# design 1

Design 1, metal 4:
Supply wires on this layer in gray.
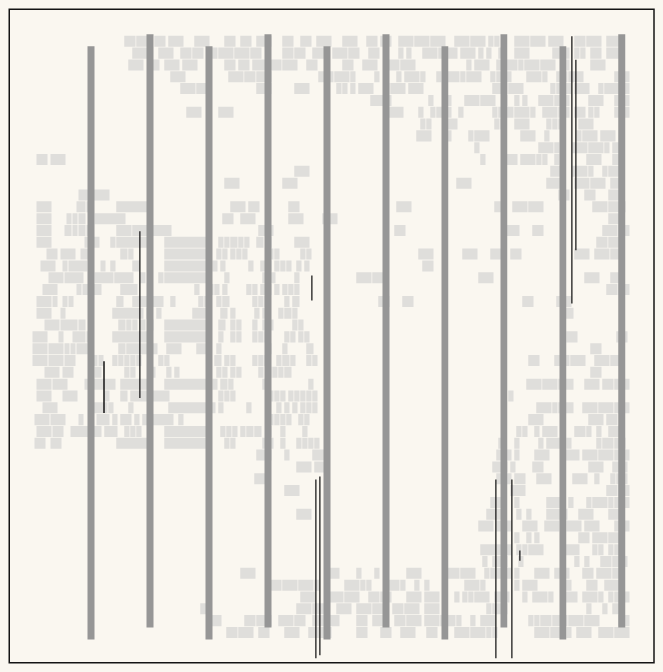

===== src/rtl/ex_disp_sb.sv =====
// Execute dispatch stage with an in-order OITF scoreboard and a WFI halt handshake.
// Optional stall counter enabled by defining EX_DISP_SB_PERF_CNT_EN.
//
// state | meaning
// RUN   | normal dispatch
// DRAIN | WFI requested, waiting for OITF empty and no AMO in flight
// HALT  | drained, ack asserted until the request drops
module ex_disp_sb #(
    parameter int XLEN       = 32,
    parameter int PC_W       = 32,
    parameter int RFIDX_W    = 5,
    parameter int INFO_W     = 32,
    parameter int OITF_DEPTH = 2,
    parameter int ITAG_W     = 1
) (
    input  logic               clk,
    input  logic               rst,
`ifdef EX_DISP_SB_PERF_CNT_EN
    output logic [31:0]        disp_stall_cnt,
    input  logic               disp_stall_clr,
`endif
    input  logic               disp_i_valid,
    output logic               disp_i_ready,
    input  logic               disp_i_rs1en,
    input  logic               disp_i_rs2en,
    input  logic [RFIDX_W-1:0] disp_i_rs1idx,
    input  logic [RFIDX_W-1:0] disp_i_rs2idx,
    input  logic [RFIDX_W-1:0] disp_i_rdidx,
    input  logic               disp_i_rdwen,
    input  logic [XLEN-1:0]    disp_i_rs1,
    input  logic [XLEN-1:0]    disp_i_rs2,
    input  logic               disp_i_rs1x0,
    input  logic               disp_i_rs2x0,
    input  logic [XLEN-1:0]    disp_i_imm,
    input  logic [PC_W-1:0]    disp_i_pc,
    input  logic [INFO_W-1:0]  disp_i_info,
    input  logic               disp_i_csr,
    input  logic               disp_i_fence,
    input  logic               disp_i_longp,
    input  logic               disp_i_misalgn,
    input  logic               disp_i_buserr,
    input  logic               disp_i_ilegl,
    output logic               disp_o_alu_valid,
    input  logic               disp_o_alu_ready,
    input  logic               disp_o_alu_longpipe,
    output logic [XLEN-1:0]    disp_o_alu_rs1,
    output logic [XLEN-1:0]    disp_o_alu_rs2,
    output logic [XLEN-1:0]    disp_o_alu_imm,
    output logic [PC_W-1:0]    disp_o_alu_pc,
    output logic [INFO_W-1:0]  disp_o_alu_info,
    output logic               disp_o_alu_rdwen,
    output logic [RFIDX_W-1:0] disp_o_alu_rdidx,
    output logic [ITAG_W-1:0]  disp_o_alu_itag,
    output logic               disp_o_alu_misalgn,
    output logic               disp_o_alu_buserr,
    output logic               disp_o_alu_ilegl,
    input  logic               oitf_ret_ena,
    output logic [ITAG_W-1:0]  oitf_ret_ptr,
    output logic               oitf_ret_rdwen,
    output logic [RFIDX_W-1:0] oitf_ret_rdidx,
    output logic               oitf_empty,
    output logic               oitf_full,
    input  logic               amo_wait,
    input  logic               wfi_halt_exu_req,
    output logic               wfi_halt_exu_ack
);

    typedef enum logic [1:0] {RUN, DRAIN, HALT} state_t;

    localparam logic [ITAG_W-1:0] LAST_PTR = ITAG_W'(OITF_DEPTH - 1);

    state_t              state_q, state_d;
    logic [ITAG_W-1:0]   alloc_ptr_q, ret_ptr_q;
    logic                alloc_wrap_q, ret_wrap_q;
    logic [OITF_DEPTH-1:0] ent_vld_q, ent_rdwen_q;
    logic [RFIDX_W-1:0]  ent_rdidx_q [OITF_DEPTH];
    logic                raw, waw, disp_cond, alloc_ena, ret_ena;

    function automatic logic [ITAG_W-1:0] ptr_inc(input logic [ITAG_W-1:0] p);
        return (p == LAST_PTR) ? '0 : p + 1'b1;
    endfunction

    assign oitf_empty = (alloc_ptr_q == ret_ptr_q) && (alloc_wrap_q == ret_wrap_q);
    assign oitf_full  = (alloc_ptr_q == ret_ptr_q) && (alloc_wrap_q != ret_wrap_q);

    assign alloc_ena = disp_o_alu_valid & disp_o_alu_ready & disp_o_alu_longpipe;
    assign ret_ena   = oitf_ret_ena & ~oitf_empty;

    always_ff @(posedge clk) begin
        if (rst) begin
            alloc_ptr_q  <= '0;
            ret_ptr_q    <= '0;
            alloc_wrap_q <= 1'b0;
            ret_wrap_q   <= 1'b0;
            ent_vld_q    <= '0;
            ent_rdwen_q  <= '0;
        end else begin
            if (ret_ena) begin
                ent_vld_q[ret_ptr_q] <= 1'b0;
                ret_ptr_q            <= ptr_inc(ret_ptr_q);
                if (ret_ptr_q == LAST_PTR) ret_wrap_q <= ~ret_wrap_q;
            end
            if (alloc_ena) begin
                ent_vld_q[alloc_ptr_q]   <= 1'b1;
                ent_rdwen_q[alloc_ptr_q] <= disp_i_rdwen;
                alloc_ptr_q              <= ptr_inc(alloc_ptr_q);
                if (alloc_ptr_q == LAST_PTR) alloc_wrap_q <= ~alloc_wrap_q;
            end
        end
    end

    // Index storage needs no reset: it is only consulted through ent_vld_q.
    always_ff @(posedge clk) begin
        if (alloc_ena) ent_rdidx_q[alloc_ptr_q] <= disp_i_rdidx;
    end

    // A retiring entry still counts as a hazard this cycle.
    always_comb begin
        raw = 1'b0;
        waw = 1'b0;
        for (int i = 0; i < OITF_DEPTH; i++) begin
            if (ent_vld_q[i] && ent_rdwen_q[i]) begin
                if (disp_i_rs1en && (disp_i_rs1idx == ent_rdidx_q[i])) raw = 1'b1;
                if (disp_i_rs2en && (disp_i_rs2idx == ent_rdidx_q[i])) raw = 1'b1;
                if (disp_i_rdwen && (disp_i_rdidx == ent_rdidx_q[i])) waw = 1'b1;
            end
        end
    end

    assign disp_cond = ~raw & ~waw
                     & (~disp_i_longp | ~oitf_full)
                     & (~(disp_i_csr | disp_i_fence) | oitf_empty)
                     & (state_q == RUN)
                     & ~wfi_halt_exu_req;

    assign disp_o_alu_valid = disp_i_valid & disp_cond;
    assign disp_i_ready     = disp_cond & disp_o_alu_ready;

    assign disp_o_alu_rs1     = disp_i_rs1 & {XLEN{~disp_i_rs1x0}};
    assign disp_o_alu_rs2     = disp_i_rs2 & {XLEN{~disp_i_rs2x0}};
    assign disp_o_alu_imm     = disp_i_imm;
    assign disp_o_alu_pc      = disp_i_pc;
    assign disp_o_alu_info    = disp_i_info;
    assign disp_o_alu_rdwen   = disp_i_rdwen;
    assign disp_o_alu_rdidx   = disp_i_rdidx;
    assign disp_o_alu_itag    = alloc_ptr_q;
    assign disp_o_alu_misalgn = disp_i_misalgn;
    assign disp_o_alu_buserr  = disp_i_buserr;
    assign disp_o_alu_ilegl   = disp_i_ilegl;

    assign oitf_ret_ptr   = ret_ptr_q;
    assign oitf_ret_rdwen = ent_rdwen_q[ret_ptr_q];
    assign oitf_ret_rdidx = ent_rdidx_q[ret_ptr_q];

    always_ff @(posedge clk) begin
        if (rst) state_q <= RUN;
        else     state_q <= state_d;
    end

    always_comb begin
        state_d = state_q;
        unique case (state_q)
            RUN:     if (wfi_halt_exu_req) state_d = DRAIN;
            DRAIN:   if (!wfi_halt_exu_req) state_d = RUN;
                     else if (oitf_empty && !amo_wait) state_d = HALT;
            HALT:    if (!wfi_halt_exu_req) state_d = RUN;
            default: state_d = RUN;
        endcase
    end

    assign wfi_halt_exu_ack = (state_q == HALT);

`ifdef EX_DISP_SB_PERF_CNT_EN
    always_ff @(posedge clk) begin
        if (rst || disp_stall_clr)
            disp_stall_cnt <= '0;
        else if (disp_i_valid && !disp_cond && (disp_stall_cnt != 32'hFFFF_FFFF))
            disp_stall_cnt <= disp_stall_cnt + 32'd1;
    end
`endif

endmodule

===== config.mk =====
export PLATFORM = sky130hd
export DESIGN_NAME = ex_disp_sb
export DESIGN_NICKNAME = d
export VERILOG_FILES = /design/src/rtl/ex_disp_sb.sv
export SDC_FILE = /design/constraint.sdc
export NUM_CORES = 1
export LEC_CHECK = 0
export ABC_AREA = 1
export CAP_MARGIN = 5
export CORE_AREA = 5 5 143 145
export DETAILED_ROUTE_END_ITERATION = 16
export DIE_AREA = 0 0 148 150
export GPL_TIMING_DRIVEN = 0
export SYNTH_ARGS = -nofsm -noshare
export SYNTH_HDL_FRONTEND = slang
export SYNTH_SLANG_ARGS = --single-unit

===== constraint.sdc =====
create_clock -name clk -period 4.1 [get_ports clk]
set_input_delay 0.82 -clock clk [delete_from_list [all_inputs] [get_ports clk]]
set_output_delay 0.82 -clock clk [all_outputs]
set_load 0.05 [all_outputs]

# design 2

[config.mk]
export PLATFORM = sky130hd
export DESIGN_NAME = writeback_port_flat
export DESIGN_NICKNAME = d
export VERILOG_FILES = /design/src/rtl/writeback_port_if.sv /design/src/rtl/writeback_port.sv /design/src/flat_wrapper.sv
export SDC_FILE = /design/constraint.sdc
export NUM_CORES = 1
export LEC_CHECK = 0
export CAP_MARGIN = 20
export CORE_MARGIN = 4
export CORE_UTILIZATION = 50
export DETAILED_ROUTE_END_ITERATION = 7
export PLACE_DENSITY = 0.75
export SETUP_SLACK_MARGIN = 0.2
export SLEW_MARGIN = 20
export SYNTH_ARGS = -nofsm -noshare
export SYNTH_HDL_FRONTEND = slang
export SYNTH_SLANG_ARGS = --single-unit
export TNS_END_PERCENT = 5
[constraint.sdc]
create_clock -name clk_i -period 2.5 [get_ports clk_i]
set_input_delay 0.5 -clock clk_i [delete_from_list [all_inputs] [get_ports clk_i]]
set_output_delay 0.5 -clock clk_i [all_outputs]
set_load 0.005 [all_outputs]
[src/rtl/writeback_port_if.sv]
// writeback_port_if: bundles every handshake/bus signal of writeback_port.
//   master : producer side (memory stage + mul/div unit driving requests,
//            decode observing the registered write strobes)
//   slave  : the writeback_port itself
// Signals:
//   wb_*        retirement request from the memory stage, wb_ready back
//   md_*        mul/div result request, md_ready back
//   write_*/dest_*  registered GPR / HI / LO / COP0 write ports to decode
//   md_pending  mul/div FIFO occupancy for decode's hazard interlock
interface writeback_port_if #(
  parameter int MD_DEPTH = 4
);
  localparam int CNT_W = $clog2(MD_DEPTH) + 1;

  // Memory-stage retirement
  logic        wb_valid;
  logic        wb_ready;
  logic        wb_write_reg;
  logic [4:0]  wb_dest_reg;
  logic [31:0] wb_reg_data;
  logic        wb_write_hi;
  logic        wb_write_lo;
  logic [31:0] wb_hi_data;
  logic [31:0] wb_lo_data;
  logic        wb_write_cop0;
  logic [4:0]  wb_cop0_rd;
  logic [2:0]  wb_cop0_sel;
  logic [31:0] wb_cop0_data;

  // Mul/div result
  logic        md_valid;
  logic        md_ready;
  logic        md_to_gpr;
  logic [4:0]  md_dest_reg;
  logic [31:0] md_hi;
  logic [31:0] md_lo;

  // Write ports towards decode
  logic             write_reg;
  logic [4:0]       dest_reg;
  logic [31:0]      dest_reg_data;
  logic             write_hi;
  logic [31:0]      dest_hi_data;
  logic             write_lo;
  logic [31:0]      dest_lo_data;
  logic             write_cop0;
  logic [4:0]       dest_cop0_rd;
  logic [2:0]       dest_cop0_sel;
  logic [31:0]      dest_cop0_data;
  logic [CNT_W-1:0] md_pending;

  modport master (
    output wb_valid, wb_write_reg, wb_dest_reg, wb_reg_data,
           wb_write_hi, wb_write_lo, wb_hi_data, wb_lo_data,
           wb_write_cop0, wb_cop0_rd, wb_cop0_sel, wb_cop0_data,
           md_valid, md_to_gpr, md_dest_reg, md_hi, md_lo,
    input  wb_ready, md_ready,
           write_reg, dest_reg, dest_reg_data,
           write_hi, dest_hi_data, write_lo, dest_lo_data,
           write_cop0, dest_cop0_rd, dest_cop0_sel, dest_cop0_data,
           md_pending
  );

  modport slave (
    input  wb_valid, wb_write_reg, wb_dest_reg, wb_reg_data,
           wb_write_hi, wb_write_lo, wb_hi_data, wb_lo_data,
           wb_write_cop0, wb_cop0_rd, wb_cop0_sel, wb_cop0_data,
           md_valid, md_to_gpr, md_dest_reg, md_hi, md_lo,
    output wb_ready, md_ready,
           write_reg, dest_reg, dest_reg_data,
           write_hi, dest_hi_data, write_lo, dest_lo_data,
           write_cop0, dest_cop0_rd, dest_cop0_sel, dest_cop0_data,
           md_pending
  );
endinterface

[src/rtl/writeback_port.sv]
// writeback_port: write-side producer for decode's GPR file, HI/LO and COP0.
// Merges in-order retirements from the memory stage with out-of-band
// mul/div results. At most one GPR, one HI/LO and one COP0 write per cycle,
// all registered. Mul/div results that cannot issue immediately wait in an
// in-order FIFO of MD_DEPTH entries (power of two, >= 2).
// Ports:
//   clk_i   clock, rising edge
//   rst_ni  asynchronous active-low reset
//   bus     writeback_port_if.slave (request/ready handshakes, write ports,
//           md_pending)
module writeback_port #(
  parameter int MD_DEPTH = 4
) (
  input  logic              clk_i,
  input  logic              rst_ni,
  writeback_port_if.slave   bus
);
  localparam int PTR_W = $clog2(MD_DEPTH);
  localparam int CNT_W = PTR_W + 1;
  localparam logic [CNT_W-1:0] DEPTH_C = CNT_W'(MD_DEPTH);
  localparam logic [CNT_W-1:0] CNT_ONE_C = CNT_W'(1);
  localparam logic [PTR_W-1:0] PTR_ONE_C = PTR_W'(1);

  // FIFO storage and bookkeeping
  logic             fifo_to_gpr_q [MD_DEPTH];
  logic [4:0]       fifo_dest_q   [MD_DEPTH];
  logic [31:0]      fifo_hi_q     [MD_DEPTH];
  logic [31:0]      fifo_lo_q     [MD_DEPTH];
  logic [PTR_W-1:0] wr_ptr_q, wr_ptr_d;
  logic [PTR_W-1:0] rd_ptr_q, rd_ptr_d;
  logic [CNT_W-1:0] count_q, count_d;

  // Output registers
  logic        write_reg_q, write_reg_d;
  logic [4:0]  dest_reg_q, dest_reg_d;
  logic [31:0] dest_reg_data_q, dest_reg_data_d;
  logic        write_hi_q, write_hi_d;
  logic [31:0] dest_hi_data_q, dest_hi_data_d;
  logic        write_lo_q, write_lo_d;
  logic [31:0] dest_lo_data_q, dest_lo_data_d;
  logic        write_cop0_q, write_cop0_d;
  logic [4:0]  dest_cop0_rd_q, dest_cop0_rd_d;
  logic [2:0]  dest_cop0_sel_q, dest_cop0_sel_d;
  logic [31:0] dest_cop0_data_q, dest_cop0_data_d;

  // Handshake / arbitration signals
  logic fifo_empty_s;
  logic wb_hilo_s;
  logic wb_ready_s;
  logic md_ready_s;
  logic wb_fire_s;
  logic md_fire_s;
  logic wb_gpr_s;
  logic head_gpr_s;
  logic pop_s;
  logic pop_gpr_s;
  logic pop_hilo_s;

  assign fifo_empty_s = (count_q == {CNT_W{1'b0}});
  assign wb_hilo_s    = bus.wb_write_hi | bus.wb_write_lo;

  // An HI/LO retirement must not overtake an older mul/div result, whether
  // that result is already queued or is being offered this very cycle.
  assign wb_ready_s = ~(wb_hilo_s & (~fifo_empty_s | bus.md_valid));
  assign md_ready_s = (count_q < DEPTH_C);

  assign wb_fire_s = bus.wb_valid & wb_ready_s;
  assign md_fire_s = bus.md_valid & md_ready_s;
  assign wb_gpr_s  = wb_fire_s & bus.wb_write_reg;

  // A GPR-type head yields the GPR port to retirement; an HI/LO-type head
  // never conflicts because wb_ready blocks HI/LO retirements while queued.
  assign head_gpr_s = fifo_to_gpr_q[rd_ptr_q];
  assign pop_s      = ~fifo_empty_s & (~head_gpr_s | ~wb_gpr_s);
  assign pop_gpr_s  = pop_s & head_gpr_s;
  assign pop_hilo_s = pop_s & ~head_gpr_s;

  // FIFO pointer and occupancy next-state
  always_comb begin
    wr_ptr_d = wr_ptr_q;
    rd_ptr_d = rd_ptr_q;
    count_d  = count_q;
    if (md_fire_s) begin
      wr_ptr_d = wr_ptr_q + PTR_ONE_C;
    end else begin
      wr_ptr_d = wr_ptr_q;
    end
    if (pop_s) begin
      rd_ptr_d = rd_ptr_q + PTR_ONE_C;
    end else begin
      rd_ptr_d = rd_ptr_q;
    end
    case ({md_fire_s, pop_s})
      2'b10:   count_d = count_q + CNT_ONE_C;
      2'b01:   count_d = count_q - CNT_ONE_C;
      default: count_d = count_q;
    endcase
  end

  // FIFO state and storage registers
  always_ff @(posedge clk_i or negedge rst_ni) begin
    if (!rst_ni) begin
      wr_ptr_q <= {PTR_W{1'b0}};
      rd_ptr_q <= {PTR_W{1'b0}};
      count_q  <= {CNT_W{1'b0}};
      for (int i = 0; i < MD_DEPTH; i++) begin
        fifo_to_gpr_q[i] <= 1'b0;
        fifo_dest_q[i]   <= 5'd0;
        fifo_hi_q[i]     <= 32'h0000_0000;
        fifo_lo_q[i]     <= 32'h0000_0000;
      end
    end else begin
      wr_ptr_q <= wr_ptr_d;
      rd_ptr_q <= rd_ptr_d;
      count_q  <= count_d;
      if (md_fire_s) begin
        fifo_to_gpr_q[wr_ptr_q] <= bus.md_to_gpr;
        fifo_dest_q[wr_ptr_q]   <= bus.md_dest_reg;
        fifo_hi_q[wr_ptr_q]     <= bus.md_hi;
        fifo_lo_q[wr_ptr_q]     <= bus.md_lo;
      end
    end
  end

  // GPR port select: retirement first, then a GPR-type FIFO head
  always_comb begin
    write_reg_d     = 1'b0;
    dest_reg_d      = dest_reg_q;
    dest_reg_data_d = dest_reg_data_q;
    if (wb_gpr_s) begin
      write_reg_d     = 1'b1;
      dest_reg_d      = bus.wb_dest_reg;
      dest_reg_data_d = bus.wb_reg_data;
    end else if (pop_gpr_s) begin
      write_reg_d     = 1'b1;
      dest_reg_d      = fifo_dest_q[rd_ptr_q];
      dest_reg_data_d = fifo_lo_q[rd_ptr_q];
    end else begin
      write_reg_d = 1'b0;
    end
  end

  // HI/LO port select: an HI/LO-type FIFO head writes both halves
  always_comb begin
    write_hi_d     = 1'b0;
    dest_hi_data_d = dest_hi_data_q;
    write_lo_d     = 1'b0;
    dest_lo_data_d = dest_lo_data_q;
    if (pop_hilo_s) begin
      write_hi_d     = 1'b1;
      dest_hi_data_d = fifo_hi_q[rd_ptr_q];
      write_lo_d     = 1'b1;
      dest_lo_data_d = fifo_lo_q[rd_ptr_q];
    end else begin
      if (wb_fire_s & bus.wb_write_hi) begin
        write_hi_d     = 1'b1;
        dest_hi_data_d = bus.wb_hi_data;
      end else begin
        write_hi_d = 1'b0;
      end
      if (wb_fire_s & bus.wb_write_lo) begin
        write_lo_d     = 1'b1;
        dest_lo_data_d = bus.wb_lo_data;
      end else begin
        write_lo_d = 1'b0;
      end
    end
  end

  // COP0 port select: only retirements write COP0
  always_comb begin
    write_cop0_d     = 1'b0;
    dest_cop0_rd_d   = dest_cop0_rd_q;
    dest_cop0_sel_d  = dest_cop0_sel_q;
    dest_cop0_data_d = dest_cop0_data_q;
    if (wb_fire_s & bus.wb_write_cop0) begin
      write_cop0_d     = 1'b1;
      dest_cop0_rd_d   = bus.wb_cop0_rd;
      dest_cop0_sel_d  = bus.wb_cop0_sel;
      dest_cop0_data_d = bus.wb_cop0_data;
    end else begin
      write_cop0_d = 1'b0;
    end
  end

  // Output registers
  always_ff @(posedge clk_i or negedge rst_ni) begin
    if (!rst_ni) begin
      write_reg_q      <= 1'b0;
      dest_reg_q       <= 5'd0;
      dest_reg_data_q  <= 32'h0000_0000;
      write_hi_q       <= 1'b0;
      dest_hi_data_q   <= 32'h0000_0000;
      write_lo_q       <= 1'b0;
      dest_lo_data_q   <= 32'h0000_0000;
      write_cop0_q     <= 1'b0;
      dest_cop0_rd_q   <= 5'd0;
      dest_cop0_sel_q  <= 3'd0;
      dest_cop0_data_q <= 32'h0000_0000;
    end else begin
      write_reg_q      <= write_reg_d;
      dest_reg_q       <= dest_reg_d;
      dest_reg_data_q  <= dest_reg_data_d;
      write_hi_q       <= write_hi_d;
      dest_hi_data_q   <= dest_hi_data_d;
      write_lo_q       <= write_lo_d;
      dest_lo_data_q   <= dest_lo_data_d;
      write_cop0_q     <= write_cop0_d;
      dest_cop0_rd_q   <= dest_cop0_rd_d;
      dest_cop0_sel_q  <= dest_cop0_sel_d;
      dest_cop0_data_q <= dest_cop0_data_d;
    end
  end

  assign bus.wb_ready       = wb_ready_s;
  assign bus.md_ready       = md_ready_s;
  assign bus.md_pending     = count_q;
  assign bus.write_reg      = write_reg_q;
  assign bus.dest_reg       = dest_reg_q;
  assign bus.dest_reg_data  = dest_reg_data_q;
  assign bus.write_hi       = write_hi_q;
  assign bus.dest_hi_data   = dest_hi_data_q;
  assign bus.write_lo       = write_lo_q;
  assign bus.dest_lo_data   = dest_lo_data_q;
  assign bus.write_cop0     = write_cop0_q;
  assign bus.dest_cop0_rd   = dest_cop0_rd_q;
  assign bus.dest_cop0_sel  = dest_cop0_sel_q;
  assign bus.dest_cop0_data = dest_cop0_data_q;
endmodule
[src/flat_wrapper.sv]
// flat-port wrapper written by rule: the top's interface ports become plain ports
module writeback_port_flat 
#(
  parameter int MD_DEPTH = 4
)
  (clk_i, rst_ni, bus_wb_valid, bus_wb_write_reg, bus_wb_dest_reg, bus_wb_reg_data, bus_wb_write_hi, bus_wb_write_lo, bus_wb_hi_data, bus_wb_lo_data, bus_wb_write_cop0, bus_wb_cop0_rd, bus_wb_cop0_sel, bus_wb_cop0_data, bus_md_valid, bus_md_to_gpr, bus_md_dest_reg, bus_md_hi, bus_md_lo, bus_wb_ready, bus_md_ready, bus_write_reg, bus_dest_reg, bus_dest_reg_data, bus_write_hi, bus_dest_hi_data, bus_write_lo, bus_dest_lo_data, bus_write_cop0, bus_dest_cop0_rd, bus_dest_cop0_sel, bus_dest_cop0_data, bus_md_pending);
  writeback_port_if #(.MD_DEPTH(MD_DEPTH)) bus_i ();
  input  logic clk_i;
  input  logic rst_ni;
  input wire logic [$bits(bus_i.wb_valid)-1:0] bus_wb_valid;
  input wire logic [$bits(bus_i.wb_write_reg)-1:0] bus_wb_write_reg;
  input wire logic [$bits(bus_i.wb_dest_reg)-1:0] bus_wb_dest_reg;
  input wire logic [$bits(bus_i.wb_reg_data)-1:0] bus_wb_reg_data;
  input wire logic [$bits(bus_i.wb_write_hi)-1:0] bus_wb_write_hi;
  input wire logic [$bits(bus_i.wb_write_lo)-1:0] bus_wb_write_lo;
  input wire logic [$bits(bus_i.wb_hi_data)-1:0] bus_wb_hi_data;
  input wire logic [$bits(bus_i.wb_lo_data)-1:0] bus_wb_lo_data;
  input wire logic [$bits(bus_i.wb_write_cop0)-1:0] bus_wb_write_cop0;
  input wire logic [$bits(bus_i.wb_cop0_rd)-1:0] bus_wb_cop0_rd;
  input wire logic [$bits(bus_i.wb_cop0_sel)-1:0] bus_wb_cop0_sel;
  input wire logic [$bits(bus_i.wb_cop0_data)-1:0] bus_wb_cop0_data;
  input wire logic [$bits(bus_i.md_valid)-1:0] bus_md_valid;
  input wire logic [$bits(bus_i.md_to_gpr)-1:0] bus_md_to_gpr;
  input wire logic [$bits(bus_i.md_dest_reg)-1:0] bus_md_dest_reg;
  input wire logic [$bits(bus_i.md_hi)-1:0] bus_md_hi;
  input wire logic [$bits(bus_i.md_lo)-1:0] bus_md_lo;
  output wire logic [$bits(bus_i.wb_ready)-1:0] bus_wb_ready;
  output wire logic [$bits(bus_i.md_ready)-1:0] bus_md_ready;
  output wire logic [$bits(bus_i.write_reg)-1:0] bus_write_reg;
  output wire logic [$bits(bus_i.dest_reg)-1:0] bus_dest_reg;
  output wire logic [$bits(bus_i.dest_reg_data)-1:0] bus_dest_reg_data;
  output wire logic [$bits(bus_i.write_hi)-1:0] bus_write_hi;
  output wire logic [$bits(bus_i.dest_hi_data)-1:0] bus_dest_hi_data;
  output wire logic [$bits(bus_i.write_lo)-1:0] bus_write_lo;
  output wire logic [$bits(bus_i.dest_lo_data)-1:0] bus_dest_lo_data;
  output wire logic [$bits(bus_i.write_cop0)-1:0] bus_write_cop0;
  output wire logic [$bits(bus_i.dest_cop0_rd)-1:0] bus_dest_cop0_rd;
  output wire logic [$bits(bus_i.dest_cop0_sel)-1:0] bus_dest_cop0_sel;
  output wire logic [$bits(bus_i.dest_cop0_data)-1:0] bus_dest_cop0_data;
  output wire logic [$bits(bus_i.md_pending)-1:0] bus_md_pending;
  assign bus_i.wb_valid = bus_wb_valid;
  assign bus_i.wb_write_reg = bus_wb_write_reg;
  assign bus_i.wb_dest_reg = bus_wb_dest_reg;
  assign bus_i.wb_reg_data = bus_wb_reg_data;
  assign bus_i.wb_write_hi = bus_wb_write_hi;
  assign bus_i.wb_write_lo = bus_wb_write_lo;
  assign bus_i.wb_hi_data = bus_wb_hi_data;
  assign bus_i.wb_lo_data = bus_wb_lo_data;
  assign bus_i.wb_write_cop0 = bus_wb_write_cop0;
  assign bus_i.wb_cop0_rd = bus_wb_cop0_rd;
  assign bus_i.wb_cop0_sel = bus_wb_cop0_sel;
  assign bus_i.wb_cop0_data = bus_wb_cop0_data;
  assign bus_i.md_valid = bus_md_valid;
  assign bus_i.md_to_gpr = bus_md_to_gpr;
  assign bus_i.md_dest_reg = bus_md_dest_reg;
  assign bus_i.md_hi = bus_md_hi;
  assign bus_i.md_lo = bus_md_lo;
  assign bus_wb_ready = bus_i.wb_ready;
  assign bus_md_ready = bus_i.md_ready;
  assign bus_write_reg = bus_i.write_reg;
  assign bus_dest_reg = bus_i.dest_reg;
  assign bus_dest_reg_data = bus_i.dest_reg_data;
  assign bus_write_hi = bus_i.write_hi;
  assign bus_dest_hi_data = bus_i.dest_hi_data;
  assign bus_write_lo = bus_i.write_lo;
  assign bus_dest_lo_data = bus_i.dest_lo_data;
  assign bus_write_cop0 = bus_i.write_cop0;
  assign bus_dest_cop0_rd = bus_i.dest_cop0_rd;
  assign bus_dest_cop0_sel = bus_i.dest_cop0_sel;
  assign bus_dest_cop0_data = bus_i.dest_cop0_data;
  assign bus_md_pending = bus_i.md_pending;
  writeback_port #(.MD_DEPTH(MD_DEPTH)) u_core (.clk_i(clk_i), .rst_ni(rst_ni), .bus(bus_i));
endmodule
# design 3

==> src/rtl/mem_stage_pkg.sv <==
// Shared pipeline definitions for the EX/MEM and MEM/WB bundles.
// The memory stage and the stages around it slice their bundles with these constants.
package mem_stage_pkg;

   localparam int EXMEM_W          = 24;
   localparam int EXMEM_ALU_LSB    = 0;
   localparam int EXMEM_ALU_MSB    = 7;
   localparam int EXMEM_STDATA_LSB = 8;
   localparam int EXMEM_STDATA_MSB = 15;
   localparam int EXMEM_RD_LSB     = 16;
   localparam int EXMEM_RD_MSB     = 19;
   localparam int EXMEM_CTRL_LSB   = 20;
   localparam int EXMEM_CTRL_MSB   = 23;
   localparam int EXMEM_MEM_TO_REG = 20;
   localparam int EXMEM_WR_EN      = 21;
   localparam int EXMEM_RD_EN      = 22;
   localparam int EXMEM_REG_WRITE  = 23;

   localparam int MEMWB_W          = 22;
   localparam int MEMWB_LD_LSB     = 0;
   localparam int MEMWB_LD_MSB     = 7;
   localparam int MEMWB_ALU_LSB    = 8;
   localparam int MEMWB_ALU_MSB    = 15;
   localparam int MEMWB_RD_LSB     = 16;
   localparam int MEMWB_RD_MSB     = 19;
   localparam int MEMWB_MEM_TO_REG = 20;
   localparam int MEMWB_REG_WRITE  = 21;

   // An enable counts only when it is a clean 1; X or Z is treated as 0.
   function automatic logic en_bit(input logic b);
      return (b === 1'b1);
   endfunction

endpackage

==> src/rtl/mem_stage_if.sv <==
// Bundle interface between the EX/MEM register, the memory stage and the MEM/WB register.
interface mem_stage_if;
   logic [mem_stage_pkg::EXMEM_W-1:0] exmem_in;
   logic                              stall;
   logic [mem_stage_pkg::MEMWB_W-1:0] memwb_out;
   logic                              err;

   modport master (output exmem_in, input stall, input memwb_out, input err);
   modport slave  (input exmem_in, output stall, output memwb_out, output err);
endinterface

==> src/rtl/mem_stage_data_mem.sv <==
// DEPTH x 8 data memory: synchronous write, combinational read, contents not reset.
module data_mem #(
   parameter int DEPTH = 256
) (
   input  logic       clk,
   input  logic       we,
   input  logic [7:0] addr,
   input  logic [7:0] wdata,
   output logic [7:0] rdata
);
   localparam int AW = (DEPTH > 1) ? $clog2(DEPTH) : 1;

   logic [7:0]    mem [DEPTH];
   logic [AW-1:0] idx;

   assign idx   = addr[AW-1:0];
   assign rdata = mem[idx];

   always_ff @(posedge clk) begin
      if (we) mem[idx] <= wdata;
   end
endmodule

==> src/rtl/mem_stage.sv <==
// Memory-access stage: wait-stated 8-bit load/store against an internal array,
// stalling upstream while busy and registering the MEM/WB bundle.
module mem_stage
   import mem_stage_pkg::*;
#(
   parameter int DEPTH   = 256,
   parameter int MEM_LAT = 2
) (
   input logic        nclk,
   input logic        rst,
   mem_stage_if.slave bus
);
   localparam logic [0:0] IDLE    = 1'b0;
   localparam logic [0:0] BUSY    = 1'b1;
   localparam logic [3:0] LAT_M1  = (MEM_LAT == 0) ? 4'd0 : 4'(MEM_LAT - 1);
   localparam logic [8:0] DEPTH_L = 9'(DEPTH);

   logic [0:0]         state;
   logic [3:0]         cnt;
   logic [7:0]         addr;
   logic [7:0]         st_data;
   logic [7:0]         rdata;
   logic [3:0]         rd_dest;
   logic               rd_en;
   logic               wr_en;
   logic               mem_op;
   logic               in_range;
   logic               stall;
   logic               commit;
   logic               we;
   logic               err_q;
   logic [MEMWB_W-1:0] memwb_nxt;
   logic [MEMWB_W-1:0] memwb_q;

   assign addr     = bus.exmem_in[EXMEM_ALU_MSB:EXMEM_ALU_LSB];
   assign st_data  = bus.exmem_in[EXMEM_STDATA_MSB:EXMEM_STDATA_LSB];
   assign rd_dest  = bus.exmem_in[EXMEM_RD_MSB:EXMEM_RD_LSB];
   assign rd_en    = en_bit(bus.exmem_in[EXMEM_RD_EN]);
   assign wr_en    = en_bit(bus.exmem_in[EXMEM_WR_EN]);
   assign mem_op   = rd_en | wr_en;
   assign in_range = ({1'b0, addr} < DEPTH_L);

   always_comb begin
      stall  = 1'b0;
      commit = 1'b0;
      if (state == IDLE) begin
         if (mem_op) begin
            if (MEM_LAT == 0) commit = 1'b1;
            else              stall  = 1'b1;
         end
      end else begin
         if (cnt != 4'd0) stall  = 1'b1;
         else             commit = 1'b1;
      end
   end

   // Store wins over a simultaneous load; out-of-range and in-reset stores never reach the array.
   assign we = commit & wr_en & in_range & ~rst;

   data_mem #(.DEPTH(DEPTH)) u_data_mem (
      .clk   (nclk),
      .we    (we),
      .addr  (addr),
      .wdata (st_data),
      .rdata (rdata)
   );

   always_comb begin
      memwb_nxt = '0;
      if (!stall) begin
         memwb_nxt[MEMWB_ALU_MSB:MEMWB_ALU_LSB] = addr;
         memwb_nxt[MEMWB_RD_MSB:MEMWB_RD_LSB]   = rd_dest;
         memwb_nxt[MEMWB_MEM_TO_REG]            = bus.exmem_in[EXMEM_MEM_TO_REG];
         memwb_nxt[MEMWB_REG_WRITE]             = bus.exmem_in[EXMEM_REG_WRITE];
         if (commit && rd_en && !wr_en && in_range)
            memwb_nxt[MEMWB_LD_MSB:MEMWB_LD_LSB] = rdata;
      end
   end

   always_ff @(posedge nclk or posedge rst) begin
      if (rst) begin
         state   <= IDLE;
         cnt     <= 4'd0;
         memwb_q <= '0;
         err_q   <= 1'b0;
      end else begin
         memwb_q <= memwb_nxt;
         if (commit && ((rd_en && wr_en) || !in_range)) err_q <= 1'b1;
         if (state == IDLE) begin
            if (mem_op && MEM_LAT != 0) begin
               state <= BUSY;
               cnt   <= LAT_M1;
            end
         end else if (cnt != 4'd0) begin
            cnt <= cnt - 4'd1;
         end else begin
            state <= IDLE;
         end
      end
   end

   assign bus.stall     = stall;
   assign bus.memwb_out = memwb_q;
   assign bus.err       = err_q;
endmodule

==> src/flat_wrapper.sv <==
// flat-port wrapper written by rule: the top's interface ports become plain ports
module mem_stage_flat import mem_stage_pkg::*;
#(
   parameter int DEPTH   = 256,
   parameter int MEM_LAT = 2
)
  (nclk, rst, bus_exmem_in, bus_stall, bus_memwb_out, bus_err);
  mem_stage_if bus_i ();
  input logic nclk;
  input logic rst;
  input wire logic [$bits(bus_i.exmem_in)-1:0] bus_exmem_in;
  output wire logic [$bits(bus_i.stall)-1:0] bus_stall;
  output wire logic [$bits(bus_i.memwb_out)-1:0] bus_memwb_out;
  output wire logic [$bits(bus_i.err)-1:0] bus_err;
  assign bus_i.exmem_in = bus_exmem_in;
  assign bus_stall = bus_i.stall;
  assign bus_memwb_out = bus_i.memwb_out;
  assign bus_err = bus_i.err;
  mem_stage #(.DEPTH(DEPTH), .MEM_LAT(MEM_LAT)) u_core (.nclk(nclk), .rst(rst), .bus(bus_i));
endmodule
==> config.mk <==
export PLATFORM = sky130hd
export DESIGN_NAME = mem_stage_flat
export DESIGN_NICKNAME = d
export VERILOG_FILES = /design/src/rtl/mem_stage_pkg.sv /design/src/rtl/mem_stage_if.sv /design/src/rtl/mem_stage_data_mem.sv /design/src/rtl/mem_stage.sv /design/src/flat_wrapper.sv
export SDC_FILE = /design/constraint.sdc
export NUM_CORES = 2
export LEC_CHECK = 0
export CORE_MARGIN = 2
export CORE_UTILIZATION = 24
export DETAILED_ROUTE_END_ITERATION = 7
export GPL_TIMING_DRIVEN = 0
export SYNTH_ARGS = -nofsm -noshare
export SYNTH_HDL_FRONTEND = slang
export SYNTH_SLANG_ARGS = --single-unit
==> constraint.sdc <==
create_clock -name nclk -period 2.7 [get_ports nclk]
set_input_delay 0.405 -clock nclk [delete_from_list [all_inputs] [get_ports nclk]]
set_output_delay 0.405 -clock nclk [all_outputs]
set_load 0.01 [all_outputs]

==> layout pictures side by side <==
Cell outlines without signal wires.
Plate I
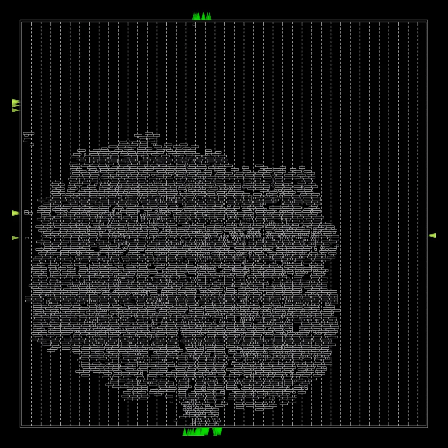
Plate II
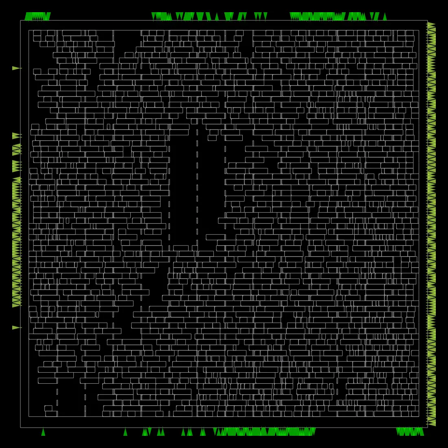
Plate III
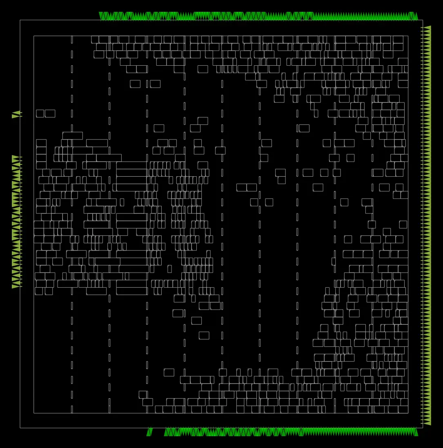
- highest utilization: Plate II
Plate III is design 1.
Plate I is design 3.
Plate II is design 2.

Design 1, metal layers overlaid:
Scale bar: 50 um.
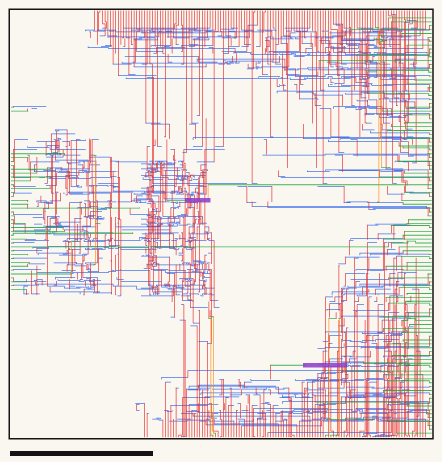
green -> metal 3  # wire length 1560 um
orange -> metal 4  # wire length 325 um
purple -> metal 5  # wire length 21.2 um
blue -> metal 1  # wire length 6490 um
red -> metal 2  # wire length 7810 um
total routed wirelength: 16.21 mm
Routed WL per cell: 16.14 um
via count: 3540
overall track demand over capacity in global routing: 13.10%

Design 1, M3 wires:
Scale bar: 50 um.
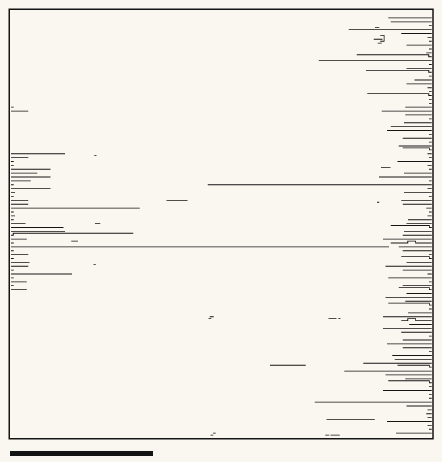
wire length on this layer = 1560 um
share of all routed wire = 9.6%
M3 GR Usage: 4.422%

## Picture notes: 'metal 4' of design 1
main direction = vertical
longest straight run = 61.2 um
wire length on this layer = 325 um

==> out/results.tsv, design 1 <==
stage	metric	value	unit
logic_synthesis	synthXorXnorAreaFrac	0.9451	%
cells_and_area	clk_share	1.351	%
logic_synthesis	yosys.area.top_type_share	28.35	%
cells_and_area	finalInstanceArea	5926	um2
floorplanning	ioPinCount	376	
critical_path	cp_cell_sequence	clkdlybuf4s50_1, clkbuf_1, nor2_1, clkdlybuf4s50_1	
logic_synthesis	ys.warnings.count	0	
power	vdd_ir_drop_max	0.1514	mV
final_timing	maxSlewViolCount	0	
logic_synthesis	syn_area	2780	um2
critical_path	critPathMaxStageDelay	0.87	ns
logic_synthesis	post-synth-top-area-cell	buf_4	
logic_synthesis	ys_sh_aoi	3.150	%
placement	place_hpwl	14.35	mm
power	pwr-share-seq	18.4	%
logic_synthesis	number_of_enable_flip_flop_cells	10	
logic_synthesis	cell_count_in_the_yosys_report	486	
status	status	complete, no violations	
detailed_routing	met1Wirelength	6.494	mm
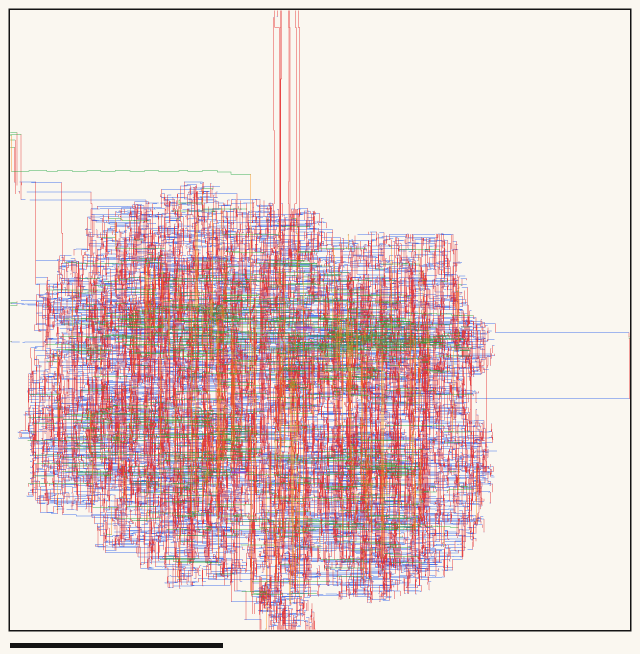
Design 3: metal layers overlaid
Scale bar: 200 um.
purple -> metal 5  # wire length 26.7 um
red -> metal 2  # wire length 114 mm
orange -> metal 4  # wire length 10800 um
blue -> metal 1  # wire length 89.5 mm
green -> metal 3  # wire length 20.5 mm

==> out/results.tsv, design 3 <==
stage	metric	value	unit
final_timing	slew_hr	12.95	%
power	pwr.group.clock	27.2	mW
status	failed_checks	setup timing	
clock_network	post_cts_resized	927	
placement	place.gp.congestion	0.9355	
final_timing	final.setup.worst_slack	-0.1963	ns
cells_and_area	fraction_of_final_layout_cells_with_drive_strength_greater_than_1	29.63	%
logic_synthesis	ys.warnings.count	0	
power	vdd_ir_drop_max	0.6926	mV
hold_path	worstHoldPathCells	1	
clock_network	path_clk_slew	0.06	ns
status	status	finished, violations left	
final_timing	setup_viol	158	
power	clockPowerShare	40.6	%
detailed_routing	drcViolationCount	0	
Design 2, cells by drive strength:
Scale bar: 50 um.
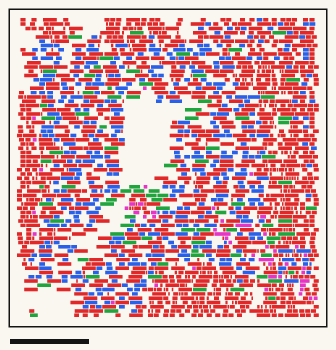
blue -> _2 cells  # cells 402, share 24%
magenta -> _3 and _4 cells  # cells 46, share 2.7%
green -> _6 and larger  # cells 84, share 5.0%
red -> _0 and _1 cells  # cells 1151, share 68%

==> out/results.tsv, design 2 <==
stage	metric	value	unit
cells_and_area	nonClockBufferCount	428	
logic_synthesis	synth.most_common_cell	dfrtp_1	
cells_and_area	clk_share	5.930	%
critical_path	critPathRequiredTime	2.94	ns
logic_synthesis	ys_sh_aoi	4.123	%
cells_and_area	biggestRegsByFlops	u_core.fifo_hi_q x128, u_core.fifo_lo_q x128	
critical_path	worstSetupStartpointType	flop	
critical_path	critical_path_arrival	2.72	ns
final_timing	final.setup.tns	0	ns
logic_synthesis	syn_inst	1255	
cells_and_area	syn_to_final_growth	33.28	%
logic_synthesis	post-synth-top-area-cell	dfrtp_1	
final_timing	timing_hold_violations_final	0	
power	powerDensity	1343	nW/um2
placement	place_hpwl	33.43	mm
cells_and_area	comb_cell_area	7291	um2
cells_and_area	comb-cell-share	29.46	%
clock_network	clock_insertion_delay_worst_skew	0.55	ns
critical_path	cell_with_the_largest_stage_delay_on_the_worst_path	dfrtp_2	
cells_and_area	layout_top_cell_excl_fill_tap	dfrtp_1	
critical_path	critical_path.reg2reg.endpoint	u_core.bus.dest_hi_data[22]	
power	switchingPower	10.53	mW
detailed_routing	route.top_layer_used	met5	
status	status	complete, no violations	

Power is estimated from default activity; no workload was simulated.
